=== block 1 ===
### Met3 routing, block 1

Drawn at 12 px/um. Cells faint in the background.
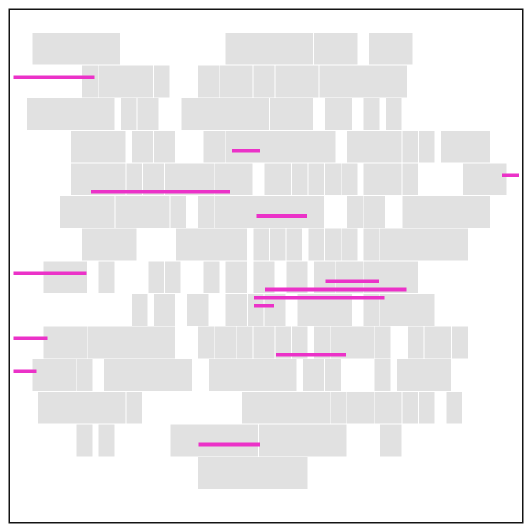

[src/rtl/reset_sequencer.sv]
// Reset sequencer: qualifies an asynchronous PLL lock and then releases
// N_CH reset domains one at a time, STAGGER cycles apart.
// Losing lock at any point sends every domain back into reset.
module reset_sequencer #(
   parameter int N_CH        = 4,
   parameter int SYNC_STAGES = 2,
   parameter int LOCK_FILTER = 16,
   parameter int STRETCH     = 8,
   parameter int STAGGER     = 4
) (
   input  logic            clk,
   input  logic            reset,
   input  logic            locked,
   output logic [N_CH-1:0] rst_out,
   output logic            rst_done
);

   localparam int LAST_REL = (N_CH - 1) * STAGGER;
   localparam int MAX_AB   = (LOCK_FILTER > STRETCH) ? LOCK_FILTER : STRETCH;
   localparam int MAX_CNT  = (MAX_AB > LAST_REL) ? MAX_AB : LAST_REL;
   localparam int CW       = $clog2(MAX_CNT + 1);

   localparam logic [CW-1:0] LF_LAST  = CW'(LOCK_FILTER - 1);
   localparam logic [CW-1:0] ST_LAST  = CW'(STRETCH);
   localparam logic [CW-1:0] REL_LAST = CW'(LAST_REL);

   localparam logic [1:0] WAIT_LOCK = 2'd0;
   localparam logic [1:0] ST_STRETCH = 2'd1;
   localparam logic [1:0] RELEASE   = 2'd2;
   localparam logic [1:0] RUN       = 2'd3;

   logic [SYNC_STAGES-1:0] sync;
   logic                   lock_s;
   logic [1:0]             state;
   logic [CW-1:0]          cnt;
   logic [CW-1:0]          cnt_inc;

   assign lock_s  = sync[SYNC_STAGES-1];
   assign cnt_inc = cnt + 1'b1;

   // Lock synchroniser, lock filter, stretch and staggered release.
   // The terminal count of each phase is detected one edge early so the
   // transition lands on the edge the count would be reached.
   always_ff @(posedge clk) begin
      if (reset) begin
         sync     <= '0;
         state    <= WAIT_LOCK;
         cnt      <= '0;
         rst_out  <= '1;
         rst_done <= 1'b0;
      end else begin
         sync <= {sync[SYNC_STAGES-2:0], locked};
         if (state != WAIT_LOCK && !lock_s) begin
            // Lock lost after qualification: everything back into reset.
            state    <= WAIT_LOCK;
            cnt      <= '0;
            rst_out  <= '1;
            rst_done <= 1'b0;
         end else begin
            case (state)
               WAIT_LOCK: begin
                  rst_out  <= '1;
                  rst_done <= 1'b0;
                  if (!lock_s) begin
                     cnt <= '0;
                  end else if (cnt == LF_LAST) begin
                     state <= ST_STRETCH;
                     cnt   <= '0;
                  end else begin
                     cnt <= cnt_inc;
                  end
               end
               ST_STRETCH: begin
                  if (cnt == ST_LAST) begin
                     cnt        <= '0;
                     rst_out[0] <= 1'b0;
                     if (N_CH == 1) begin
                        // Single domain: the first release is also the last.
                        state    <= RUN;
                        rst_done <= 1'b1;
                     end else begin
                        state <= RELEASE;
                     end
                  end else begin
                     cnt <= cnt_inc;
                  end
               end
               RELEASE: begin
                  cnt <= cnt_inc;
                  for (int k = 1; k < N_CH; k++) begin
                     if (cnt_inc == CW'(k * STAGGER)) rst_out[k] <= 1'b0;
                  end
                  if (cnt_inc == REL_LAST) begin
                     state    <= RUN;
                     rst_done <= 1'b1;
                  end
               end
               default: begin
                  // RUN: hold until lock is lost or reset.
                  state <= RUN;
               end
            endcase
         end
      end
   end

endmodule

[config.mk]
export PLATFORM = sky130hd
export DESIGN_NAME = reset_sequencer
export DESIGN_NICKNAME = d
export VERILOG_FILES = /design/src/rtl/reset_sequencer.sv
export SDC_FILE = /design/constraint.sdc
export NUM_CORES = 1
export LEC_CHECK = 0
export ABC_AREA = 1
export CORE_UTILIZATION = 50
export CTS_BUF_LIST = sky130_fd_sc_hd__clkbuf_16
export CTS_CLUSTER_SIZE = 24
export DETAILED_ROUTE_END_ITERATION = 16
export PLACE_DENSITY = 0.77
export RECOVER_POWER = 25
export SYNTH_ARGS = -nofsm -noshare
export SYNTH_HDL_FRONTEND = slang
export SYNTH_SLANG_ARGS = --single-unit
[constraint.sdc]
create_clock -name clk -period 2.5 [get_ports clk]
set_clock_uncertainty 0.2 [all_clocks]
set_input_delay 0.5 -clock clk [delete_from_list [all_inputs] [get_ports clk]]
set_output_delay 0.5 -clock clk [all_outputs]
set_load 0.005 [all_outputs]
=== block 2 ===
### src/rtl/cpu_types_pkg.sv
// Shared datapath types for the CPU core and its memory-side blocks.
package cpu_types_pkg;
    typedef logic [31:0] word_t;
endpackage

### src/rtl/icache_pkg.sv
// Types and constants shared by the set-associative instruction cache and its victim selector.
package icache_pkg;
    typedef enum logic {
        IDLE = 1'b0,
        FILL = 1'b1
    } icache_state_t;

    localparam int WORD_BYTES = 4;
endpackage

### src/rtl/icache_victim_sel.sv
// Replacement choice for one set: lowest-numbered invalid way, else the round-robin pointer.
module icache_victim_sel
    import icache_pkg::*;
#(
    parameter int WAYS = 2,
    localparam int WAY_W = (WAYS > 1) ? $clog2(WAYS) : 1
) (
    input  logic [WAYS-1:0]  valid_vec,
    input  logic [WAY_W-1:0] rr_ptr,
    output logic [WAY_W-1:0] victim,
    output logic             evict
);
    always_comb begin
        evict  = &valid_vec;
        victim = rr_ptr;
        // Descending scan so the lowest invalid way wins.
        for (int w = WAYS - 1; w >= 0; w--) begin
            if (!valid_vec[w]) victim = WAY_W'(w);
        end
    end
endmodule

### src/rtl/icache_assoc.sv
// N-way set-associative instruction cache with multi-word blocks, round-robin replacement and flush.
// Optional hit/miss counters are built when ICACHE_STATS_EN is defined.
module icache_assoc
    import icache_pkg::*;
    import cpu_types_pkg::*;
#(
    parameter int WAYS      = 2,
    parameter int SETS      = 8,
    parameter int BLK_WORDS = 2
) (
    input  logic        CLK,
    input  logic        RST,
    input  logic        imemREN,
    input  word_t       imemaddr,
    input  logic        iflush,
    output logic        ihit,
    output word_t       imemload,
    output logic        iREN,
    output word_t       iaddr,
    input  logic        iwait,
    input  word_t       iload
`ifdef ICACHE_STATS_EN
    ,
    output logic [31:0] hit_cnt,
    output logic [31:0] miss_cnt
`endif
);
    localparam int WOFF      = $clog2(BLK_WORDS);
    localparam int IDX_W     = $clog2(SETS);
    localparam int TAG_W     = 32 - 2 - WOFF - IDX_W;
    localparam int WAY_W     = (WAYS > 1) ? $clog2(WAYS) : 1;
    localparam int CNT_W     = (WOFF > 0) ? WOFF : 1;
    localparam int BLK_BYTES = BLK_WORDS * WORD_BYTES;

    typedef struct packed {
        logic                    valid;
        logic [TAG_W-1:0]        tag;
        word_t [BLK_WORDS-1:0]   data;
    } frame_t;

    function automatic logic [IDX_W-1:0] idx_of(input word_t a);
        return IDX_W'(a >> (2 + WOFF));
    endfunction

    function automatic logic [TAG_W-1:0] tag_of(input word_t a);
        return TAG_W'(a >> (2 + WOFF + IDX_W));
    endfunction

    function automatic logic [CNT_W-1:0] woff_of(input word_t a);
        return CNT_W'((a >> 2) & word_t'(BLK_WORDS - 1));
    endfunction

    frame_t             frames [WAYS][SETS];
    logic [WAY_W-1:0]   rr     [SETS];

    icache_state_t      state, next_state;
    logic [CNT_W-1:0]   cnt;
    word_t              base;
    logic [WAY_W-1:0]   fill_way;
    logic               fill_evict;
    logic               flush_pend;

    logic [IDX_W-1:0]   req_idx, fill_idx;
    logic [TAG_W-1:0]   req_tag;
    logic [CNT_W-1:0]   req_woff;
    logic [WAYS-1:0]    set_valid, way_match;
    logic               hit;
    logic [WAY_W-1:0]   hit_way;
    word_t              hit_word;
    logic [WAY_W-1:0]   victim;
    logic               evict;
    logic               start_fill, accept, last_word;

    assign req_idx  = idx_of(imemaddr);
    assign req_tag  = tag_of(imemaddr);
    assign req_woff = woff_of(imemaddr);
    assign fill_idx = idx_of(base);

    always_comb begin
        hit_way = '0;
        for (int w = 0; w < WAYS; w++) begin
            set_valid[w] = frames[w][req_idx].valid;
            way_match[w] = frames[w][req_idx].valid && (frames[w][req_idx].tag == req_tag);
        end
        for (int w = WAYS - 1; w >= 0; w--) begin
            if (way_match[w]) hit_way = WAY_W'(w);
        end
        hit      = |way_match;
        hit_word = frames[hit_way][req_idx].data[req_woff];
    end

    icache_victim_sel #(.WAYS(WAYS)) u_victim_sel (
        .valid_vec (set_valid),
        .rr_ptr    (rr[req_idx]),
        .victim    (victim),
        .evict     (evict)
    );

    always_ff @(posedge CLK) begin
        if (RST) state <= IDLE;
        else     state <= next_state;
    end

    always_comb begin
        next_state = state;
        ihit       = 1'b0;
        imemload   = '0;
        iREN       = 1'b0;
        iaddr      = '0;
        start_fill = 1'b0;
        accept     = 1'b0;
        last_word  = 1'b0;
        case (state)
            IDLE: begin
                // A flush cycle neither hits nor starts a fill.
                if (imemREN && !iflush) begin
                    if (hit) begin
                        ihit     = 1'b1;
                        imemload = hit_word;
                    end else begin
                        start_fill = 1'b1;
                        next_state = FILL;
                    end
                end
            end
            FILL: begin
                iREN  = 1'b1;
                iaddr = base + (word_t'(cnt) << 2);
                if (!iwait) begin
                    accept = 1'b1;
                    if (cnt == CNT_W'(BLK_WORDS - 1)) begin
                        last_word  = 1'b1;
                        next_state = IDLE;
                    end
                end
            end
            default: next_state = IDLE;
        endcase
    end

    always_ff @(posedge CLK) begin
        if (start_fill) begin
            base       <= imemaddr & ~word_t'(BLK_BYTES - 1);
            fill_way   <= victim;
            fill_evict <= evict;
        end
    end

    always_ff @(posedge CLK) begin
        if (RST) begin
            cnt        <= '0;
            flush_pend <= 1'b0;
            for (int s = 0; s < SETS; s++) rr[s] <= '0;
        end else begin
            if (start_fill) begin
                cnt        <= '0;
                flush_pend <= 1'b0;
            end
            if (state == FILL && iflush) flush_pend <= 1'b1;
            if (accept) cnt <= cnt + 1'b1;
            if (last_word && fill_evict) begin
                rr[fill_idx] <= (fill_way == WAY_W'(WAYS - 1)) ? '0 : fill_way + 1'b1;
            end
        end
    end

    // Tag and data are never reset; only the valid bits are cleared.
    always_ff @(posedge CLK) begin
        if (RST) begin
            for (int w = 0; w < WAYS; w++)
                for (int s = 0; s < SETS; s++) frames[w][s].valid <= 1'b0;
        end else begin
            if (state == IDLE && iflush) begin
                for (int w = 0; w < WAYS; w++)
                    for (int s = 0; s < SETS; s++) frames[w][s].valid <= 1'b0;
            end
            if (accept) frames[fill_way][fill_idx].data[cnt] <= iload;
            if (last_word) begin
                frames[fill_way][fill_idx].tag <= tag_of(base);
                if (flush_pend || iflush) begin
                    for (int w = 0; w < WAYS; w++)
                        for (int s = 0; s < SETS; s++) frames[w][s].valid <= 1'b0;
                end else begin
                    frames[fill_way][fill_idx].valid <= 1'b1;
                end
            end
        end
    end

`ifdef ICACHE_STATS_EN
    function automatic logic [31:0] sat_inc(input logic [31:0] v);
        return (v == 32'hFFFF_FFFF) ? v : v + 32'd1;
    endfunction

    always_ff @(posedge CLK) begin
        if (RST) begin
            hit_cnt  <= '0;
            miss_cnt <= '0;
        end else begin
            if (ihit)       hit_cnt  <= sat_inc(hit_cnt);
            if (start_fill) miss_cnt <= sat_inc(miss_cnt);
        end
    end
`endif
endmodule

### config.mk
export PLATFORM = sky130hd
export DESIGN_NAME = icache_assoc
export DESIGN_NICKNAME = d
export VERILOG_FILES = /design/src/rtl/cpu_types_pkg.sv /design/src/rtl/icache_pkg.sv /design/src/rtl/icache_victim_sel.sv /design/src/rtl/icache_assoc.sv
export SDC_FILE = /design/constraint.sdc
export NUM_CORES = 2
export LEC_CHECK = 0
export ABC_AREA = 1
export CAP_MARGIN = 10
export CORE_ASPECT_RATIO = 0.9
export CORE_UTILIZATION = 47
export CTS_CLUSTER_SIZE = 40
export DETAILED_ROUTE_END_ITERATION = 12
export PLACE_DENSITY_LB_ADDON = 0.05
export SYNTH_ARGS = -nofsm -noshare
export SYNTH_HDL_FRONTEND = slang
export SYNTH_SLANG_ARGS = --single-unit
### constraint.sdc
create_clock -name CLK -period 4.3 [get_ports CLK]
set_input_delay 0.86 -clock CLK [delete_from_list [all_inputs] [get_ports CLK]]
set_output_delay 0.86 -clock CLK [all_outputs]
set_load 0.01 [all_outputs]

==> layout pictures side by side <==
Metal 2.
shot_01.png
Drawn at 12 px/um. Cells faint in the background.
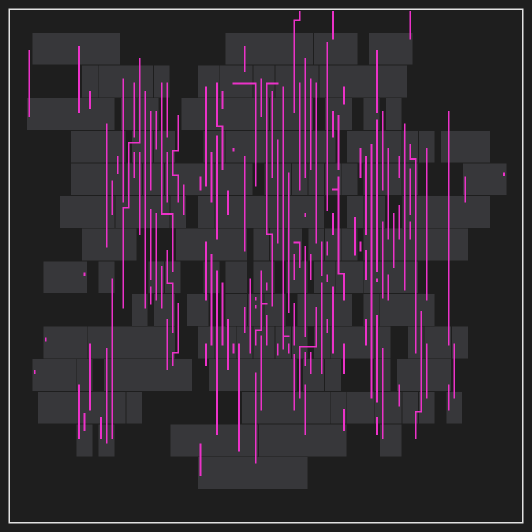
shot_02.png
Drawn at 1 px/um. Cells faint in the background.
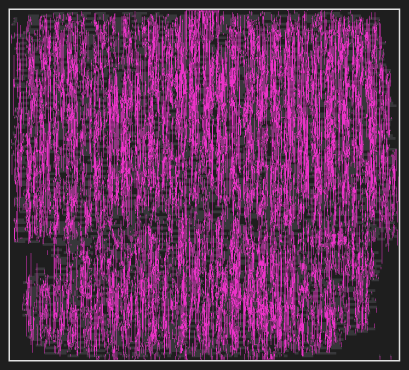
block 2 -> shot_02.png
block 1 -> shot_01.png
- largest die: shot_02.png

### Wiring heat map, block 1

Drawn at 10 px/um. 9 x 9 tiles, from dark blue (low) to red (high), scaled to the fullest tile. Values are wire area over tile area, all layers added.
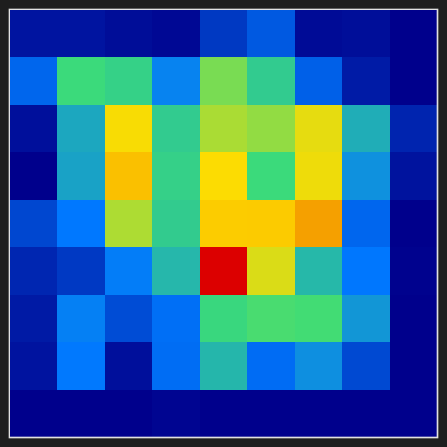
tiles over half the peak = 20%
densest ninth of the die = centre
emptiest ninth of the die = south-west
mean over tiles = 0.14
nearly empty tiles = 21%
drt wl/cell: 12.0 um
via count: 701
Total GRT Usage: 0.197
WL final: 1590 um

Notes on 'Met3 routing' of block 1 above:
wire length on this layer = 72.6 um
longest straight run = 11.5 um
main direction = horizontal
share of all routed wire = 4.6%
nets with wire on the layer = 11

==> run_results.csv, block 1 <==
group,metric,value,unit
run_status,status,"finished clean",
logic_synthesis,top_cell_area_share,0.339,
final_timing,slew_violations,0,
global_route,busiest_layer,"met2",
final_layout,top_register,"cnt",
logic_synthesis,yosysWarningCount,0,
worst_hold_path,worst_hold_startpoint,"sync[0]$_SDFF_PP0_",
pwr,power,0.997,mW
worst_hold_path,hp-class,"reg2reg",
final_layout,nNetsFinal,133,
final_layout,fin_area,985,um2
placement,portBuffers,7,
final_timing,rsz0062_at_grt,"false",
clock_tree,clock-root-buffer,"clkbuf_16",
placement,dp_slack,506,ps
route,dr.first_iter.drc_count,17,
placement,place_inst,130,
run,warning_count,34,
block 1: kinds of logic (layout without fill, tap and decap cells):
family / Yosys count / after routing / synth area share
DFF: 14 / 14 / 0.339
adders and majority gates: 11 / 11 / 0.166
AOI/OAI and AO/OA: 19 / 19 / 0.144
and+or+nand+nor: 45 / 45 / 0.269
buffers and inverters: 18 / 28 / 0.0817
block 1: final cells by class:
type                            count  area, um2
Clock buffer                        3       75.1
Sequential cell                    14        280
Inverter                           18       67.6
Tap cell                           16       20.0
Multi-Input combinational cell     75        472
Fill cell                         131        539
Timing Repair Buffer                7       70.1
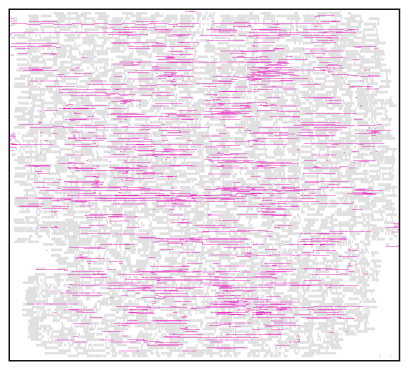
*Met3 routing, block 2*
Drawn at 1 px/um. Cells faint in the background.
share of all routed wire = 8.6%
wire length on this layer = 18300 um
via count: 46752
met3 global-route usage: 0.0518

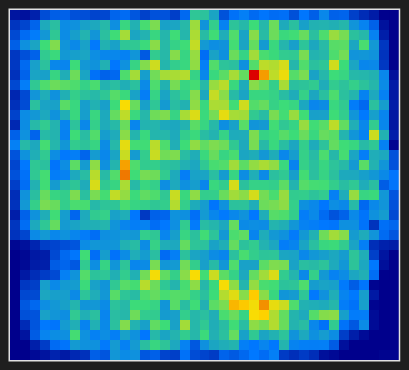
*Wiring heat map, block 2*
Drawn at 1 px/um. 39 x 35 tiles, from dark blue (low) to red (high), scaled to the fullest tile. Values are wire area over tile area, all layers added.
mean over tiles = 0.26
fullest tile = 0.69
nearly empty tiles = 4.0%
tiles over half the peak = 21%

==> run_results.csv, block 2 <==
group,metric,value,unit
final_timing,period_minus_slack,5010,ps
final_layout,final-comb-area,0.0178,mm2
worst_hold_path,hp-class,"reg2reg",
run_status,violations,"setup timing",
global_route,track_usage,0.305,
worst_hold_path,hold_end,"frames[1][363]$_SDFF_PP0_",
route,dr.pass1.iters,6,
clock_tree,hold_buffers,0,
logic_synthesis,ys_ff,1498,
setup_path,arrival,4150,ps
setup_path,ff2ff_path_depth,9,
global_route,grt.overflow.total,0,
final_timing,setup_slack,-715,ps
pwr,irDropWorstVdd,0.395,mV
final_timing,timing.slew.headroom,0.198,
pwr,power,31.5,mW
logic_synthesis,edf_count,1479,
logic_synthesis,post-synth-top-count-cell,"nand3_1",
setup_path,critPathLaunchType,"primary input",
final_timing,finalSetupViolCount,33,
run_status,status,"finished, violations left",
clock_tree,clock_latency,780,ps
block 2: registers in the layout, summed over array words and instances (netlist names):
signal and cells:
flush_pend 1, frames 1456, base 29, fill_evict 1, fill_way 1, cnt 1
rr 8, state 1
block 2: power breakdown:
group	switching, mW	total [mW]	internal (mW)
registers	0.0564	16.1	16.1
clock network	5.68	13.5	7.87
logic	1.26	1.88	0.619
block 2: per-layer routing:
layer / global-route usage / up-vias / share of wire
li1: - / 20831 / -
met1: 0.446 / 23363 / 0.43
met2: 0.472 / 2192 / 0.46
met3: 0.0518 / 356 / 0.086
met4: 0.0841 / 10 / 0.024
met5: 0 / - / 0.00029

=== block 3 ===
==> src/rtl/router_input_port.sv <==
// Ingress stage for one serial input of the 16x16 router.
// Deserializes a 4-bit LSB-first destination address, raises a one-hot request
// toward the output arbiters, buffers payload bits in a FIFO and drains them to
// the crossbar once granted. The request stays up until the last bit leaves.
// Optional packet/drop counters are enabled by defining ROUTER_PKT_COUNT_EN.
module router_input_port #(
    parameter int unsigned DEPTH      = 32,
    parameter int unsigned PAD_CYCLES = 5
) (
    input  logic        clk,
    input  logic        reset,
    input  logic        din,
    input  logic        frame_n,
    input  logic        valid_n,
    input  logic [15:0] grant,
    output logic [15:0] request,
    output logic        out_data,
    output logic        out_valid,
    output logic        out_last,
    output logic        port_busy,
    output logic        err
`ifdef ROUTER_PKT_COUNT_EN
    ,
    output logic [15:0] pkt_count,
    output logic [15:0] drop_count
`endif
);

    localparam int unsigned AW = $clog2(DEPTH);
    localparam int unsigned PW = (PAD_CYCLES > 1) ? $clog2(PAD_CYCLES) : 1;
    localparam logic [PW-1:0] PadLast = PW'(PAD_CYCLES - 1);

    typedef enum logic [2:0] {StIdle, StAddr, StPad, StPayload, StDrain} state_e;

    state_e        state_q, state_d;
    logic [1:0]    bit_cnt_q, bit_cnt_d;
    logic [2:0]    addr_q, addr_d;
    logic [PW-1:0] pad_cnt_q, pad_cnt_d;
    logic          pushed_q, pushed_d;
    logic          skip_q, skip_d;
    logic [15:0]   request_q, request_d;
    logic          err_q, err_d;
    logic [AW:0]   wptr_q, wptr_d, rptr_q, rptr_d;
    logic          out_data_q, out_data_d;
    logic          out_valid_q, out_valid_d;
    logic          out_last_q, out_last_d;

    // Each entry holds {data, last}.
    logic [1:0]    mem [DEPTH];

    logic          empty, full, can_push, pop;
    logic [AW:0]   fill;
    logic [AW-1:0] wr_prev;
    logic [1:0]    pop_entry;
    logic          push_req, push, drop, mark_prev, abort, done;

    assign empty     = (wptr_q == rptr_q);
    assign full      = (wptr_q[AW] != rptr_q[AW]) && (wptr_q[AW-1:0] == rptr_q[AW-1:0]);
    assign fill      = wptr_q - rptr_q;
    assign wr_prev   = wptr_q[AW-1:0] - AW'(1);
    assign pop       = (|(grant & request_q)) && !empty;
    assign pop_entry = mem[rptr_q[AW-1:0]];
    // A pop frees a slot in the same cycle, so a full FIFO can still accept.
    assign can_push  = !full || pop;

    assign request   = request_q;
    assign out_data  = out_data_q;
    assign out_valid = out_valid_q;
    assign out_last  = out_last_q;
    assign port_busy = (state_q != StIdle);
    assign err       = err_q;

    // Packet FSM next-state, FIFO control and forwarding outputs.
    always_comb begin
        state_d     = state_q;
        bit_cnt_d   = bit_cnt_q;
        addr_d      = addr_q;
        pad_cnt_d   = pad_cnt_q;
        pushed_d    = pushed_q;
        skip_d      = skip_q;
        request_d   = request_q;
        err_d       = err_q;
        push_req    = 1'b0;
        mark_prev   = 1'b0;
        abort       = 1'b0;
        done        = 1'b0;

        unique case (state_q)
            StIdle: begin
                if (!frame_n && !skip_q) begin
                    state_d   = StAddr;
                    addr_d    = {2'b00, din};
                    bit_cnt_d = 2'd1;
                    pushed_d  = 1'b0;
                end
            end
            StAddr: begin
                if (frame_n) begin
                    abort = 1'b1;
                end else begin
                    bit_cnt_d = bit_cnt_q + 2'd1;
                    case (bit_cnt_q)
                        2'd1: addr_d[1] = din;
                        2'd2: addr_d[2] = din;
                        2'd3: begin
                            request_d = 16'h0001 << {din, addr_q};
                            pad_cnt_d = '0;
                            state_d   = (PAD_CYCLES == 0) ? StPayload : StPad;
                        end
                        default: ;
                    endcase
                end
            end
            StPad: begin
                if (frame_n) begin
                    abort = 1'b1;
                end else if (pad_cnt_q == PadLast) begin
                    state_d = StPayload;
                end else begin
                    pad_cnt_d = pad_cnt_q + PW'(1);
                end
            end
            StPayload: begin
                push_req = !valid_n;
                if (frame_n) begin
                    if (!valid_n && can_push) begin
                        state_d = StDrain;
                    end else if (!valid_n || pushed_q) begin
                        // Final bit dropped or never qualified: retag the previous entry.
                        if (empty) begin
                            abort = 1'b1;
                        end else begin
                            mark_prev = 1'b1;
                            if (pop && fill == (AW+1)'(1)) begin
                                done = 1'b1;
                            end else begin
                                state_d = StDrain;
                            end
                        end
                    end else begin
                        abort = 1'b1;
                    end
                end
            end
            StDrain: begin
                if (!frame_n) begin
                    err_d  = 1'b1;
                    skip_d = 1'b1;
                end
                if (pop && pop_entry[0]) begin
                    done = 1'b1;
                end
            end
            default: state_d = StIdle;
        endcase

        push = push_req && can_push;
        drop = push_req && !can_push;
        if (push) begin
            pushed_d = 1'b1;
        end
        if (drop) begin
            err_d = 1'b1;
        end
        if (abort) begin
            err_d     = 1'b1;
            request_d = '0;
            state_d   = StIdle;
        end
        if (done) begin
            request_d = '0;
            state_d   = StIdle;
        end
        // A frame ignored while busy is skipped until its frame_n rises.
        if (frame_n) begin
            skip_d = 1'b0;
        end

        wptr_d      = wptr_q + (AW+1)'(push);
        rptr_d      = rptr_q + (AW+1)'(pop);
        out_valid_d = pop;
        out_data_d  = pop & pop_entry[1];
        out_last_d  = pop & (pop_entry[0] | (mark_prev && fill == (AW+1)'(1)));
    end

    // Control state, pointers and registered outputs.
    always_ff @(posedge clk or posedge reset) begin
        if (reset) begin
            state_q     <= StIdle;
            bit_cnt_q   <= '0;
            addr_q      <= '0;
            pad_cnt_q   <= '0;
            pushed_q    <= 1'b0;
            skip_q      <= 1'b0;
            request_q   <= '0;
            err_q       <= 1'b0;
            wptr_q      <= '0;
            rptr_q      <= '0;
            out_data_q  <= 1'b0;
            out_valid_q <= 1'b0;
            out_last_q  <= 1'b0;
        end else begin
            state_q     <= state_d;
            bit_cnt_q   <= bit_cnt_d;
            addr_q      <= addr_d;
            pad_cnt_q   <= pad_cnt_d;
            pushed_q    <= pushed_d;
            skip_q      <= skip_d;
            request_q   <= request_d;
            err_q       <= err_d;
            wptr_q      <= wptr_d;
            rptr_q      <= rptr_d;
            out_data_q  <= out_data_d;
            out_valid_q <= out_valid_d;
            out_last_q  <= out_last_d;
        end
    end

    // FIFO storage; emptiness is tracked by the pointers so no reset is needed.
    always_ff @(posedge clk) begin
        if (push) begin
            mem[wptr_q[AW-1:0]] <= {din, frame_n};
        end else if (mark_prev) begin
            mem[wr_prev][0] <= 1'b1;
        end
    end

`ifdef ROUTER_PKT_COUNT_EN
    logic [15:0] pkt_count_q, drop_count_q;

    assign pkt_count  = pkt_count_q;
    assign drop_count = drop_count_q;

    // Saturating packet and drop counters.
    always_ff @(posedge clk or posedge reset) begin
        if (reset) begin
            pkt_count_q  <= '0;
            drop_count_q <= '0;
        end else begin
            if (out_last_d && pkt_count_q != 16'hFFFF) begin
                pkt_count_q <= pkt_count_q + 16'd1;
            end
            if ((drop || abort) && drop_count_q != 16'hFFFF) begin
                drop_count_q <= drop_count_q + 16'd1;
            end
        end
    end
`endif

endmodule

==> config.mk <==
export PLATFORM = sky130hd
export DESIGN_NAME = router_input_port
export DESIGN_NICKNAME = d
export VERILOG_FILES = /design/src/rtl/router_input_port.sv
export SDC_FILE = /design/constraint.sdc
export NUM_CORES = 1
export LEC_CHECK = 0
export CAP_MARGIN = 20
export CORE_AREA = 2 2 118 120
export CTS_CLUSTER_DIAMETER = 200
export DETAILED_ROUTE_END_ITERATION = 12
export DIE_AREA = 0 0 120 122
export PLACE_DENSITY = 0.71
export SYNTH_ARGS = -nofsm -noshare
export SYNTH_HDL_FRONTEND = slang
export SYNTH_SLANG_ARGS = --single-unit
==> constraint.sdc <==
create_clock -name clk -period 9.55 [get_ports clk]
set_input_delay 0.955 -clock clk [delete_from_list [all_inputs] [get_ports clk]]
set_output_delay 0.955 -clock clk [all_outputs]
set_load 0.02 [all_outputs]
=== block 4 ===
$ cat src/rtl/cdu_link_pkg.sv
// rtl/cdu_link_pkg.sv - shared widths, limits, EC FSM states and magnitude helper for the AGC CDU link
package cdu_link_pkg;

    localparam int CNT_W = 15;
    localparam int EC_W  = 8;

    localparam logic [CNT_W-1:0] CNT_MAX = 15'h3FFF;   // +16383
    localparam logic [CNT_W-1:0] CNT_MIN = 15'h4000;   // -16384

    typedef enum logic [1:0] {
        EC_IDLE,
        EC_WAIT,
        EC_PULSE
    } ec_state_t;

    // Magnitude of a signed pulse count; one extra bit so -128 yields 128.
    function automatic logic [EC_W:0] ec_mag(input logic [EC_W-1:0] v);
        logic [EC_W:0] ext;
        ext = {v[EC_W-1], v};
        return v[EC_W-1] ? -ext : ext;
    endfunction

endpackage

$ cat src/rtl/agc_cdu_link_if.sv
// rtl/agc_cdu_link_if.sv - CPU-side and CDU-side signal bundle of one AGC CDU link axis
// Modports:
//   master : drives PCDU/MCDU and the cpu_* / ec_* controls, observes counter and CDU lines
//   slave  : the link block itself
interface agc_cdu_link_if;
    import cdu_link_pkg::*;

    logic             PCDU;
    logic             MCDU;
    logic             cpu_zero;
    logic             cpu_ca;
    logic             cpu_eec;
    logic             ec_wr;
    logic [EC_W-1:0]  ec_val;
    logic [CNT_W-1:0] cnt_q;
    logic             AGCZ;
    logic             AGCCA;
    logic             AGCEEC;
    logic             ECP;
    logic             ECM;
    logic             ec_busy;
    logic             cnt_ovf;

    modport master (
        output PCDU, MCDU, cpu_zero, cpu_ca, cpu_eec, ec_wr, ec_val,
        input  cnt_q, AGCZ, AGCCA, AGCEEC, ECP, ECM, ec_busy, cnt_ovf
    );

    modport slave (
        input  PCDU, MCDU, cpu_zero, cpu_ca, cpu_eec, ec_wr, ec_val,
        output cnt_q, AGCZ, AGCCA, AGCEEC, ECP, ECM, ec_busy, cnt_ovf
    );

endinterface

$ cat src/rtl/cdu_pulse_sync.sv
// rtl/cdu_pulse_sync.sv - two-flop synchroniser with rising-edge detect for an asynchronous CDU pulse
// Ports:
//   CLOCKH in  system clock
//   rst    in  synchronous active-high reset
//   din    in  asynchronous level pulse
//   rise   out one-cycle strobe, high the cycle after the synchronised level rises
module cdu_pulse_sync (
    input  logic CLOCKH,
    input  logic rst,
    input  logic din,
    output logic rise
);

    logic s1, s2, s3;

    always_ff @(posedge CLOCKH) begin
        if (rst) begin
            s1 <= 1'b0;
            s2 <= 1'b0;
            s3 <= 1'b0;
        end else begin
            s1 <= din;
            s2 <= s1;
            s3 <= s2;
        end
    end

    assign rise = s2 & ~s3;

endmodule

$ cat src/rtl/agc_cdu_link.sv
// rtl/agc_cdu_link.sv - AGC-side CDU link: increment accumulation, CDU counter, mode lines, error-drive pacing
// Ports:
//   CLOCKH in  system clock (only clock)
//   rst    in  synchronous active-high reset
//   link   agc_cdu_link_if.slave: PCDU/MCDU in, cpu_zero/cpu_ca/cpu_eec/ec_wr/ec_val in,
//          cnt_q/AGCZ/AGCCA/AGCEEC/ECP/ECM/ec_busy/cnt_ovf out
// Build option: CDU_LINK_OVF_EN enables the sticky counter-wrap flag cnt_ovf (tied 0 otherwise).
module agc_cdu_link
    import cdu_link_pkg::*;
#(
    parameter int SLOT_DIV = 12,
    parameter int Z_HOLD   = 8,
    parameter int EC_DIV   = 320,
    parameter int PEND_W   = 4
) (
    input  logic          CLOCKH,
    input  logic          rst,
    agc_cdu_link_if.slave link
);

    localparam int SLOT_W = $clog2(SLOT_DIV);
    localparam int Z_W    = $clog2(Z_HOLD + 1);
    localparam int DIV_W  = $clog2(EC_DIV);

    localparam logic signed [PEND_W-1:0] PEND_ONE = PEND_W'(1);
    localparam logic signed [PEND_W-1:0] PEND_MAX = PEND_W'((1 << (PEND_W - 1)) - 1);
    localparam logic signed [PEND_W-1:0] PEND_MIN = -PEND_MAX;

    logic                     p_rise, m_rise;
    logic [SLOT_W-1:0]        slot_cnt;
    logic                     slot_stb;
    logic signed [PEND_W-1:0] pending, pend_svc, pend_nxt;
    logic [CNT_W-1:0]         cnt, cnt_nxt;
    logic                     pend_pos, pend_neg, inc, dec;
    logic                     agcz;
    logic [Z_W-1:0]           z_cnt;
    logic                     agcca, agceec;
    ec_state_t                state, state_nxt;
    logic [EC_W:0]            mag;
    logic                     dir_plus;
    logic [DIV_W-1:0]         ec_div;
    logic                     div_hit;
    logic                     ecp, ecm;

    cdu_pulse_sync u_sync_p (.CLOCKH(CLOCKH), .rst(rst), .din(link.PCDU), .rise(p_rise));
    cdu_pulse_sync u_sync_m (.CLOCKH(CLOCKH), .rst(rst), .din(link.MCDU), .rise(m_rise));

    // Free-running slot divider; one counter-service opportunity per SLOT_DIV cycles.
    always_ff @(posedge CLOCKH) begin
        if (rst)           slot_cnt <= '0;
        else if (slot_stb) slot_cnt <= '0;
        else               slot_cnt <= slot_cnt + SLOT_W'(1);
    end
    assign slot_stb = (slot_cnt == SLOT_W'(SLOT_DIV - 1));

    // Service step first, then this cycle's edge, so a slot-cycle edge nets against the step.
    always_comb begin
        pend_pos = ~pending[PEND_W-1] && (pending != '0);
        pend_neg = pending[PEND_W-1];
        pend_svc = pending;
        cnt_nxt  = cnt;
        if (slot_stb && pend_pos) begin
            cnt_nxt  = cnt + CNT_W'(1);
            pend_svc = pending - PEND_ONE;
        end else if (slot_stb && pend_neg) begin
            cnt_nxt  = cnt - CNT_W'(1);
            pend_svc = pending + PEND_ONE;
        end
        // Simultaneous +/- edges cancel; edges during AGCZ are discarded.
        inc      = p_rise & ~m_rise & ~agcz;
        dec      = m_rise & ~p_rise & ~agcz;
        pend_nxt = pend_svc;
        if (inc && pend_svc != PEND_MAX)      pend_nxt = pend_svc + PEND_ONE;
        else if (dec && pend_svc != PEND_MIN) pend_nxt = pend_svc - PEND_ONE;
    end

    always_ff @(posedge CLOCKH) begin
        if (rst || link.cpu_zero) begin
            cnt     <= '0;
            pending <= '0;
        end else begin
            cnt     <= cnt_nxt;
            pending <= pend_nxt;
        end
    end

    // AGCZ: high for Z_HOLD cycles after the last cpu_zero.
    always_ff @(posedge CLOCKH) begin
        if (rst) begin
            agcz  <= 1'b0;
            z_cnt <= '0;
        end else if (link.cpu_zero) begin
            agcz  <= 1'b1;
            z_cnt <= Z_W'(Z_HOLD - 1);
        end else if (z_cnt != '0) begin
            z_cnt <= z_cnt - Z_W'(1);
        end else begin
            agcz  <= 1'b0;
        end
    end

    always_ff @(posedge CLOCKH) begin
        if (rst) begin
            agcca  <= 1'b0;
            agceec <= 1'b0;
        end else begin
            agcca  <= link.cpu_ca;
            agceec <= link.cpu_eec;
        end
    end

`ifdef CDU_LINK_OVF_EN
    logic ovf;
    logic wrap;
    assign wrap = slot_stb && ((pend_pos && cnt == CNT_MAX) || (pend_neg && cnt == CNT_MIN));
    always_ff @(posedge CLOCKH) begin
        if (rst || link.cpu_zero) ovf <= 1'b0;
        else if (wrap)            ovf <= 1'b1;
    end
    assign link.cnt_ovf = ovf;
`else
    assign link.cnt_ovf = 1'b0;
`endif

    // Error-drive FSM: state register.
    always_ff @(posedge CLOCKH) begin
        if (rst) state <= EC_IDLE;
        else     state <= state_nxt;
    end

    // Error-drive FSM: next state and pulse outputs.
    always_comb begin
        state_nxt = state;
        ecp       = 1'b0;
        ecm       = 1'b0;
        div_hit   = agceec && (ec_div == DIV_W'(EC_DIV - 1));
        case (state)
            EC_IDLE: begin
                if (link.ec_wr && link.ec_val != '0) state_nxt = EC_WAIT;
            end
            EC_WAIT: begin
                if (link.ec_wr && link.ec_val == '0) state_nxt = EC_IDLE;
                else if (div_hit)                    state_nxt = EC_PULSE;
            end
            EC_PULSE: begin
                ecp = dir_plus;
                ecm = ~dir_plus;
                if (link.ec_wr)                       state_nxt = (link.ec_val == '0) ? EC_IDLE : EC_WAIT;
                else if (mag == (EC_W + 1)'(1))       state_nxt = EC_IDLE;
                else                                  state_nxt = EC_WAIT;
            end
            default: state_nxt = EC_IDLE;
        endcase
    end

    // The divider keeps running through the PULSE cycle so pulses land exactly EC_DIV apart.
    always_ff @(posedge CLOCKH) begin
        if (rst) begin
            mag      <= '0;
            dir_plus <= 1'b0;
            ec_div   <= '0;
        end else if (state == EC_IDLE) begin
            if (link.ec_wr) begin
                mag      <= ec_mag(link.ec_val);
                dir_plus <= ~link.ec_val[EC_W-1];
                ec_div   <= '0;
            end
        end else begin
            if (agceec) ec_div <= div_hit ? '0 : ec_div + DIV_W'(1);
            if (link.ec_wr) begin
                mag      <= ec_mag(link.ec_val);
                dir_plus <= ~link.ec_val[EC_W-1];
            end else if (state == EC_PULSE) begin
                mag      <= mag - (EC_W + 1)'(1);
            end
        end
    end

    assign link.cnt_q   = cnt;
    assign link.AGCZ    = agcz;
    assign link.AGCCA   = agcca;
    assign link.AGCEEC  = agceec;
    assign link.ECP     = ecp;
    assign link.ECM     = ecm;
    assign link.ec_busy = (state != EC_IDLE);

endmodule

$ cat src/flat_wrapper.sv
// flat-port wrapper written by rule: the top's interface ports become plain ports
module agc_cdu_link_flat import cdu_link_pkg::*;
#(
    parameter int SLOT_DIV = 12,
    parameter int Z_HOLD   = 8,
    parameter int EC_DIV   = 320,
    parameter int PEND_W   = 4
)
  (CLOCKH, rst, link_PCDU, link_MCDU, link_cpu_zero, link_cpu_ca, link_cpu_eec, link_ec_wr, link_ec_val, link_cnt_q, link_AGCZ, link_AGCCA, link_AGCEEC, link_ECP, link_ECM, link_ec_busy, link_cnt_ovf);
  agc_cdu_link_if link_i ();
  input  logic CLOCKH;
  input  logic rst;
  input wire logic [$bits(link_i.PCDU)-1:0] link_PCDU;
  input wire logic [$bits(link_i.MCDU)-1:0] link_MCDU;
  input wire logic [$bits(link_i.cpu_zero)-1:0] link_cpu_zero;
  input wire logic [$bits(link_i.cpu_ca)-1:0] link_cpu_ca;
  input wire logic [$bits(link_i.cpu_eec)-1:0] link_cpu_eec;
  input wire logic [$bits(link_i.ec_wr)-1:0] link_ec_wr;
  input wire logic [$bits(link_i.ec_val)-1:0] link_ec_val;
  output wire logic [$bits(link_i.cnt_q)-1:0] link_cnt_q;
  output wire logic [$bits(link_i.AGCZ)-1:0] link_AGCZ;
  output wire logic [$bits(link_i.AGCCA)-1:0] link_AGCCA;
  output wire logic [$bits(link_i.AGCEEC)-1:0] link_AGCEEC;
  output wire logic [$bits(link_i.ECP)-1:0] link_ECP;
  output wire logic [$bits(link_i.ECM)-1:0] link_ECM;
  output wire logic [$bits(link_i.ec_busy)-1:0] link_ec_busy;
  output wire logic [$bits(link_i.cnt_ovf)-1:0] link_cnt_ovf;
  assign link_i.PCDU = link_PCDU;
  assign link_i.MCDU = link_MCDU;
  assign link_i.cpu_zero = link_cpu_zero;
  assign link_i.cpu_ca = link_cpu_ca;
  assign link_i.cpu_eec = link_cpu_eec;
  assign link_i.ec_wr = link_ec_wr;
  assign link_i.ec_val = link_ec_val;
  assign link_cnt_q = link_i.cnt_q;
  assign link_AGCZ = link_i.AGCZ;
  assign link_AGCCA = link_i.AGCCA;
  assign link_AGCEEC = link_i.AGCEEC;
  assign link_ECP = link_i.ECP;
  assign link_ECM = link_i.ECM;
  assign link_ec_busy = link_i.ec_busy;
  assign link_cnt_ovf = link_i.cnt_ovf;
  agc_cdu_link #(.SLOT_DIV(SLOT_DIV), .Z_HOLD(Z_HOLD), .EC_DIV(EC_DIV), .PEND_W(PEND_W)) u_core (.CLOCKH(CLOCKH), .rst(rst), .link(link_i));
endmodule
$ cat config.mk
export PLATFORM = sky130hd
export DESIGN_NAME = agc_cdu_link_flat
export DESIGN_NICKNAME = d
export VERILOG_FILES = /design/src/rtl/cdu_link_pkg.sv /design/src/rtl/agc_cdu_link_if.sv /design/src/rtl/cdu_pulse_sync.sv /design/src/rtl/agc_cdu_link.sv /design/src/flat_wrapper.sv
export SDC_FILE = /design/constraint.sdc
export NUM_CORES = 1
export LEC_CHECK = 0
export CORE_ASPECT_RATIO = 0.75
export CORE_MARGIN = 2
export CORE_UTILIZATION = 50
export DETAILED_ROUTE_END_ITERATION = 12
export GPL_TIMING_DRIVEN = 0
export PLACE_DENSITY = 0.72
export SLEW_MARGIN = 20
export SYNTH_ARGS = -nofsm -noshare
export SYNTH_HDL_FRONTEND = slang
export SYNTH_SLANG_ARGS = --single-unit
$ cat constraint.sdc
create_clock -name CLOCKH -period 6.45 [get_ports CLOCKH]
set_clock_uncertainty 0.15 [all_clocks]
set_input_delay 1.6125 -clock CLOCKH [delete_from_list [all_inputs] [get_ports CLOCKH]]
set_output_delay 1.6125 -clock CLOCKH [all_outputs]
set_load 0.01 [all_outputs]
### Routing congestion, block 3

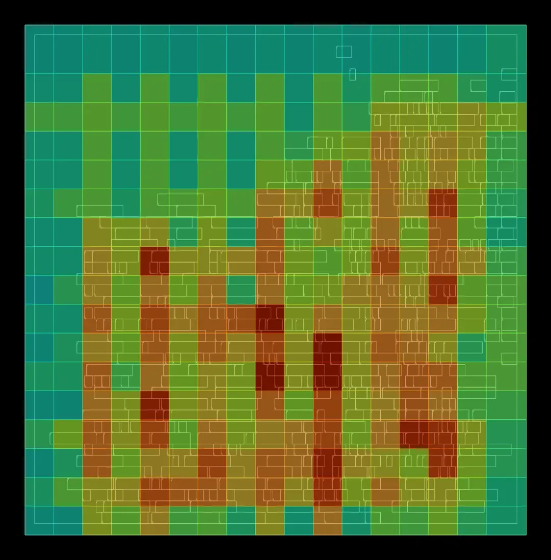
Total GRT Usage: 0.179
Top Usage Layer GRT: met2
GRT met1 Usage: 0.232
drt wl/cell: 18.0 um

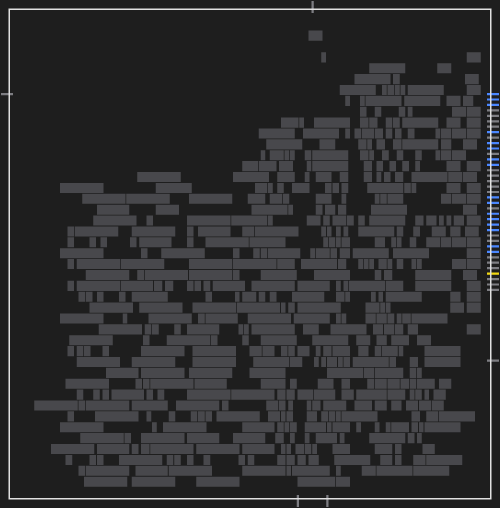
*Pin placement, block 3*
Drawn at 4 px/um. Pins as bars across the die edge, other pins in grey.
`out_valid` -> yellow  # pins 1, direction output, edge east
`grant` -> blue  # pins 16, direction input, edge east
all pins by edge = 38 east, 2 south, 1 west, 1 north

==> run_results.csv, block 3 <==
group,metric,value,unit
run_status,status,"finished clean",
final_layout,largest_register_ffs,64,
setup_path,critPathLaunch,"grant[0]",
logic_synthesis,synth_seq_share,0.537,
final_layout,clkbuf_count,10,
final_layout,area_growth,13.9,%
setup_path,crit_end,"mem[25][0]$_DFFE_PP_",
final_layout,drive_gt1_frac,0.111,
setup_path,crit_fanout,20,
pwr,power,1.62,mW
final_layout,stdcell_count,695,
floorplanning,chipArea,0.0146,mm2
route,drt.antenna.violating_nets,0,
final_timing,finalSetupViolCount,0,
final_layout,regArea,0.00305,mm2
final_timing,fmax,257,MHz
run,warning_count,29,
clock_tree,clkTransAtPathRegs,70,ps
setup_path,cp_top_family,"simple AND/OR/NAND/NOR gates",
final_timing,slew_violations,0,
final_layout,nNetsFinal,547,
final_timing,setup-tns-final,0,ps
pwr,internal_power,0.979,mW
floorplanning,io-pin-count,42,
route,drc,0,
placement,placedInstanceArea,0.00617,mm2
worst_hold_path,worst_hold_startpoint,"err$_DFFE_PP0P_",
floorplanning,fp_util,0.420,
floorplanning,fp.dieH,122,um
-- block 3: logic make-up (layout without fill, tap and decap cells) --
family                   Yosys count  count (layout)  share of synthesized area
XOR/XNOR                          13              13                     0.0201
AND/OR/NAND/NOR                  197             197                      0.172
AND-OR/OR-AND                     76              76                      0.105
multiplexers                      26              26                     0.0887
flip-flops                       109             109                      0.537
buffers and inverters             50              78                     0.0399
adder cells (fa/ha/maj)           16              16                     0.0366
-- block 3: layer usage --
layer,up-vias,part of all wire,GRT usage
met3,21,0.068,0.0478
met5,-,0,0
met1,1988,0.44,0.232
li1,1883,-,-
met2,140,0.48,0.289
met4,0,0.019,0.0647
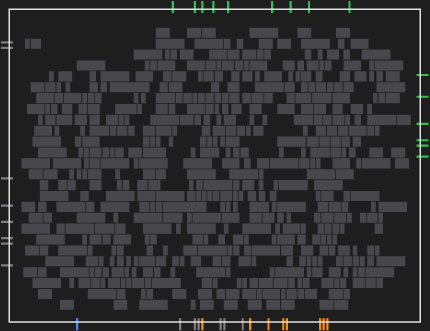
*Pin placement, block 4*
Drawn at 4 px/um. Pins as bars across the die edge, other pins in grey.
`link_cnt_q` -> green  # pins 15, direction output, edge 9 north, 6 east
`link_ec_val` -> orange  # pins 8, direction input, edge south
`link_AGCEEC` -> blue  # pins 1, direction output, edge south

==> run_results.csv, block 4 <==
group,metric,value,unit
final_layout,buf_share,0.0946,
route,drt-met1-wl,4140,um
pwr,switchingPower,0.238,mW
logic_synthesis,topCellsByArea,"dfxtp_1, ha_1, nor2_1",
logic_synthesis,postSynthNetCount,495,
floorplanning,io-pin-count,38,
clock_tree,cts_inserted_buffers,9,
logic_synthesis,compound_area_frac,0.209,
final_timing,worstMarginPinSlew,571,ps
clock_tree,clockBufferDepth,2,
route,dr.first_iter.drc_count,187,
pwr,comb-power,0.0991,mW
setup_path,path_common_cell,"ha_1",
final_timing,slew_violations,0,
final_layout,nNetsFinal,541,
logic_synthesis,synthArstFlopShare,0,
setup_path,slowest_stage,"dfxtp_1",
run_status,status,"finished clean",
clock_tree,clock_latency,340,ps
pwr,power_leakage,1.73,nW
logic_synthesis,xor_share,0.0655,
pwr,powerSeq,0.375,mW
block 4: through the flow:
step | worst slack, ps | hold WS (ps) | util | total power, mW
6_report | 2900 | 289 | 0.622 | 0.832
5_1_grt | 2650 | 311 | 0.622 | 0.868
4_1_cts | 2940 | 292 | 0.622 | 0.836
3_5_place_dp | 2820 | 273 | 0.592 | 0.482
3_3_place_gp | 2830 | 271 | 0.592 | 0.478
2_1_floorplan | 3270 | 264 | - | 0.449

=== block 5 ===
### Pin placement, block 5

Drawn at 8 px/um. Pins as bars across the die edge, other pins in grey.
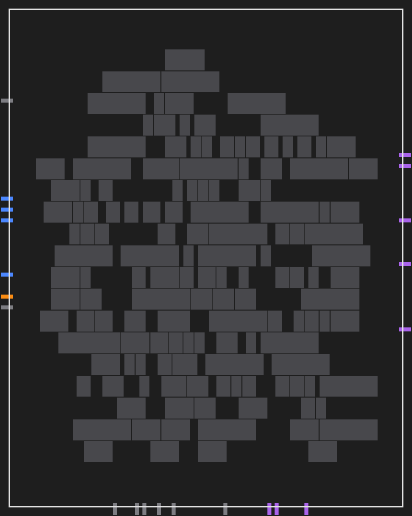
### Met3 routing, block 5

Drawn at 8 px/um. Cells faint in the background.
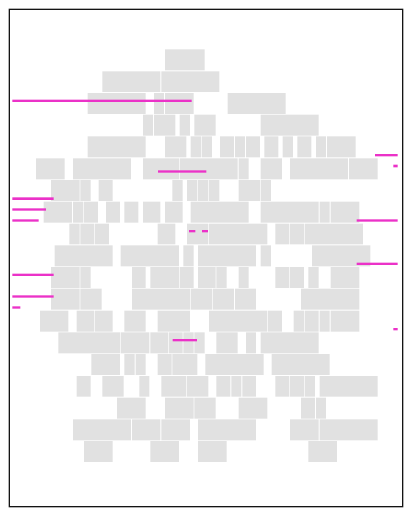
<file path="config.mk">
export PLATFORM = sky130hd
export DESIGN_NAME = mult4b_seq
export DESIGN_NICKNAME = d
export VERILOG_FILES = /design/src/rtl/mult4b_seq_pkg.sv /design/src/rtl/mult4b_seq_adder4b.sv /design/src/rtl/mult4b_seq.sv
export SDC_FILE = /design/constraint.sdc
export NUM_CORES = 1
export LEC_CHECK = 0
export CORE_AREA = 3 3 46 59
export DETAILED_ROUTE_END_ITERATION = 7
export DIE_AREA = 0 0 49 62
export HOLD_SLACK_MARGIN = 0.08
export PLACE_DENSITY = 0.75
export SLEW_MARGIN = 10
export SYNTH_ARGS = -nofsm -noshare
export SYNTH_HDL_FRONTEND = slang
export SYNTH_HIERARCHICAL = 1
export SYNTH_SLANG_ARGS = --single-unit
</file>
<file path="constraint.sdc">
create_clock -name clk -period 2.6 [get_ports clk]
set_clock_uncertainty 0.1 [all_clocks]
set_input_delay 0.52 -clock clk [delete_from_list [all_inputs] [get_ports clk]]
set_output_delay 0.52 -clock clk [all_outputs]
set_load 0.01 [all_outputs]
</file>
<file path="src/rtl/mult4b_seq_pkg.sv">
// Shared definitions for the mult4b_seq multiplier: operand/product widths,
// iteration counter width and the controller state encoding.
package mult4b_seq_pkg;

    // Operand width is tied to the width of the shared adder.
    localparam int N_BITS = 4;

    // Iteration counter width, log2(N_BITS).
    localparam int CNT_W = 2;

    // Full product width.
    localparam int PROD_W = 2 * N_BITS;

    // Counter value on the final shift-and-add iteration.
    localparam logic [CNT_W-1:0] CNT_LAST = CNT_W'(N_BITS - 1);

    // Controller states; 2'b11 is unused and recovers to S_IDLE.
    typedef enum logic [1:0] {
        S_IDLE = 2'b00,
        S_CALC = 2'b01,
        S_DONE = 2'b10
    } state_t;

endpackage

</file>
<file path="src/rtl/mult4b_seq_adder4b.sv">
// adder4b: plain 4-bit ripple-carry adder shared by every iteration of
// the mult4b_seq shift-and-add loop.
module adder4b
    import mult4b_seq_pkg::*;
(
    input  logic [N_BITS-1:0] a,
    input  logic [N_BITS-1:0] b,
    input  logic              cin,
    output logic [N_BITS-1:0] sum,
    output logic              cout
);

    logic carry;

    // Ripple the carry from bit 0 upward, one full adder per bit.
    always_comb begin
        sum   = '0;
        carry = cin;
        for (int i = 0; i < N_BITS; i++) begin
            sum[i] = a[i] ^ b[i] ^ carry;
            carry  = (a[i] & b[i]) | (carry & (a[i] ^ b[i]));
        end
        cout = carry;
    end

endmodule

</file>
<file path="src/rtl/mult4b_seq.sv">
// mult4b_seq: sequential 4x4 unsigned shift-and-add multiplier.
// One partial product per clock through a single shared adder4b, with a
// start/busy/done handshake and a registered 8-bit product.
// Optional build macro MULT_ZERO_BYPASS_EN: when defined, a start with a
// zero operand skips the iterations and goes straight to DONE with a zero
// product.
module mult4b_seq
    import mult4b_seq_pkg::*;
(
    input  logic              clk,
    input  logic              rst,
    input  logic              start,
    input  logic [N_BITS-1:0] a,
    input  logic [N_BITS-1:0] b,
    output logic              busy,
    output logic              done,
    output logic [PROD_W-1:0] product
);

    state_t            state;
    state_t            state_next;
    logic [N_BITS-1:0] a_r;
    logic [N_BITS-1:0] h;
    logic [N_BITS-1:0] l;
    logic [CNT_W-1:0]  cnt;
    logic [N_BITS-1:0] addend;
    logic [N_BITS-1:0] sum;
    logic              carry;
    logic [N_BITS-1:0] h_next;
    logic [N_BITS-1:0] l_next;
    logic              zero_operands;

    // The multiplicand is added only when the current multiplier bit is set.
    assign addend = l[0] ? a_r : '0;

    adder4b u_adder (
        .a    (h),
        .b    (addend),
        .cin  (1'b0),
        .sum  (sum),
        .cout (carry)
    );

    // {carry, sum, L} shifts right by one: carry enters H, sum LSB enters L.
    assign h_next = {carry, sum[N_BITS-1:1]};
    assign l_next = {sum[0], l[N_BITS-1:1]};

`ifdef MULT_ZERO_BYPASS_EN
    assign zero_operands = (a == '0) || (b == '0);
`else
    assign zero_operands = 1'b0;
`endif

    // State register; reset abandons any operation in flight.
    always_ff @(posedge clk) begin
        if (rst) begin
            state <= S_IDLE;
        end else begin
            state <= state_next;
        end
    end

    // Next-state and handshake decode; the illegal encoding falls back to IDLE.
    always_comb begin
        state_next = state;
        busy       = 1'b0;
        done       = 1'b0;
        case (state)
            S_IDLE: begin
                if (start) begin
                    state_next = zero_operands ? S_DONE : S_CALC;
                end
            end
            S_CALC: begin
                busy = 1'b1;
                if (cnt == CNT_LAST) begin
                    state_next = S_DONE;
                end
            end
            S_DONE: begin
                done       = 1'b1;
                state_next = S_IDLE;
            end
            default: begin
                state_next = S_IDLE;
            end
        endcase
    end

    // Operand capture, iteration datapath and product load.
    always_ff @(posedge clk) begin
        if (rst) begin
            a_r     <= '0;
            h       <= '0;
            l       <= '0;
            cnt     <= '0;
            product <= '0;
        end else begin
            case (state)
                S_IDLE: begin
                    if (start) begin
                        a_r <= a;
                        l   <= b;
                        h   <= '0;
                        cnt <= '0;
                        if (zero_operands) begin
                            product <= '0;
                        end
                    end
                end
                S_CALC: begin
                    h   <= h_next;
                    l   <= l_next;
                    cnt <= cnt + 1'b1;
                    if (cnt == CNT_LAST) begin
                        product <= {h_next, l_next};
                    end
                end
                default: begin
                end
            endcase
        end
    end

endmodule

</file>
==> run_results.csv <==
group,metric,value,unit
run_status,status,"finished clean",
final_layout,clkCellAreaFrac,0.0274,
logic_synthesis,yosys-stat-cells,123,
logic_synthesis,ys_ff,24,
pwr,p_clk_frac,0.296,
final_timing,hold_ws,360,ps
final_layout,ff_count,24,
setup_path,arrival,1800,ps
clock_tree,cts_resized,0,
final_timing,rsz0062_at_grt,"false",
placement,hpwl,1480,um
global_route,met1_usage,0.159,
logic_synthesis,ys.flop_type,"dfxtp_1",
route,via_per_inst,4.97,
final_timing,min_period_over_period,0.932,
route,highest_layer,"met4",
final_layout,nNonClkInverters,13,
pwr,power.group.top,"sequential cells",
final_layout,nNetsFinal,158,
About 'Pin placement' of block 5:
`a` -> blue  # pins 4, direction input, edge west
`product` -> purple  # pins 8, direction output, edge 5 east, 3 south
`start` -> orange  # pins 1, direction input, edge west

About 'Met3 routing' of block 5:
longest straight run = 22.1 um
nets with wire on the layer = 14
share of all routed wire = 3.4%
wire length on this layer = 65.8 um

## flip-flops by register name, indices dropped and copies added (netlist names)
name,flops
a_r,4
cnt,2
h,4
l,4
product,8
state,2
## metrics by stage
step	area (um2)	cells	total power [mW]
floorplan	1100	123	0.446
global placement	1290	168	0.466
detailed placement	1290	168	0.467
CTS	1320	172	0.658
global route	1320	172	0.681
finish	1320	172	0.654
## critical path, cell delays in order (launching register included)
cell             delay [ps]
dfxtp_1                 400
nand2b_1                340
inv_6                   200
clkdlybuf4s50_1         550


==> screenshots <==
Wiring heat map.
Plate I
Drawn at 6 px/um. 10 x 12 tiles, from dark blue (low) to red (high), scaled to the fullest tile. Values are wire area over tile area, all layers added.
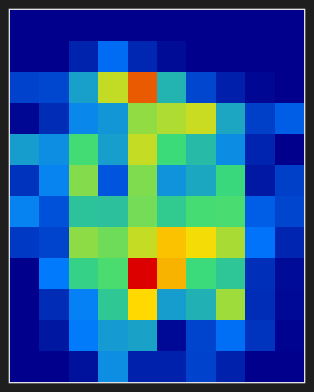
Plate II
Drawn at 4 px/um. 20 x 16 tiles, from dark blue (low) to red (high), scaled to the fullest tile. Values are wire area over tile area, all layers added.
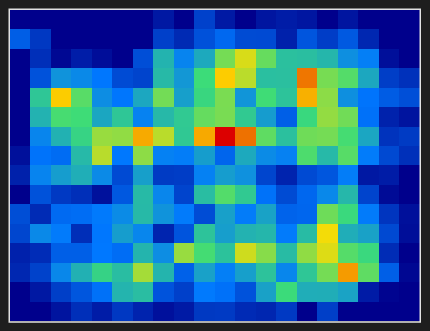
Plate III
Drawn at 3 px/um. 24 x 24 tiles, from dark blue (low) to red (high), scaled to the fullest tile. Values are wire area over tile area, all layers added.
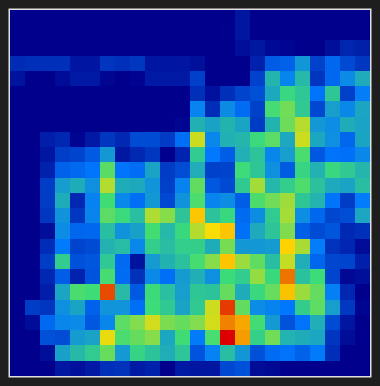
- Plate III = block 3
- Plate I = block 5
- Plate II = block 4

Key to Plate III:
densest ninth of the die = south
nearly empty tiles = 28%
emptiest ninth of the die = north-west
tiles over half the peak = 13%
fullest tile = 0.60
mean over tiles = 0.14

No activity file was given, so power comes from the tool's default toggle rates.
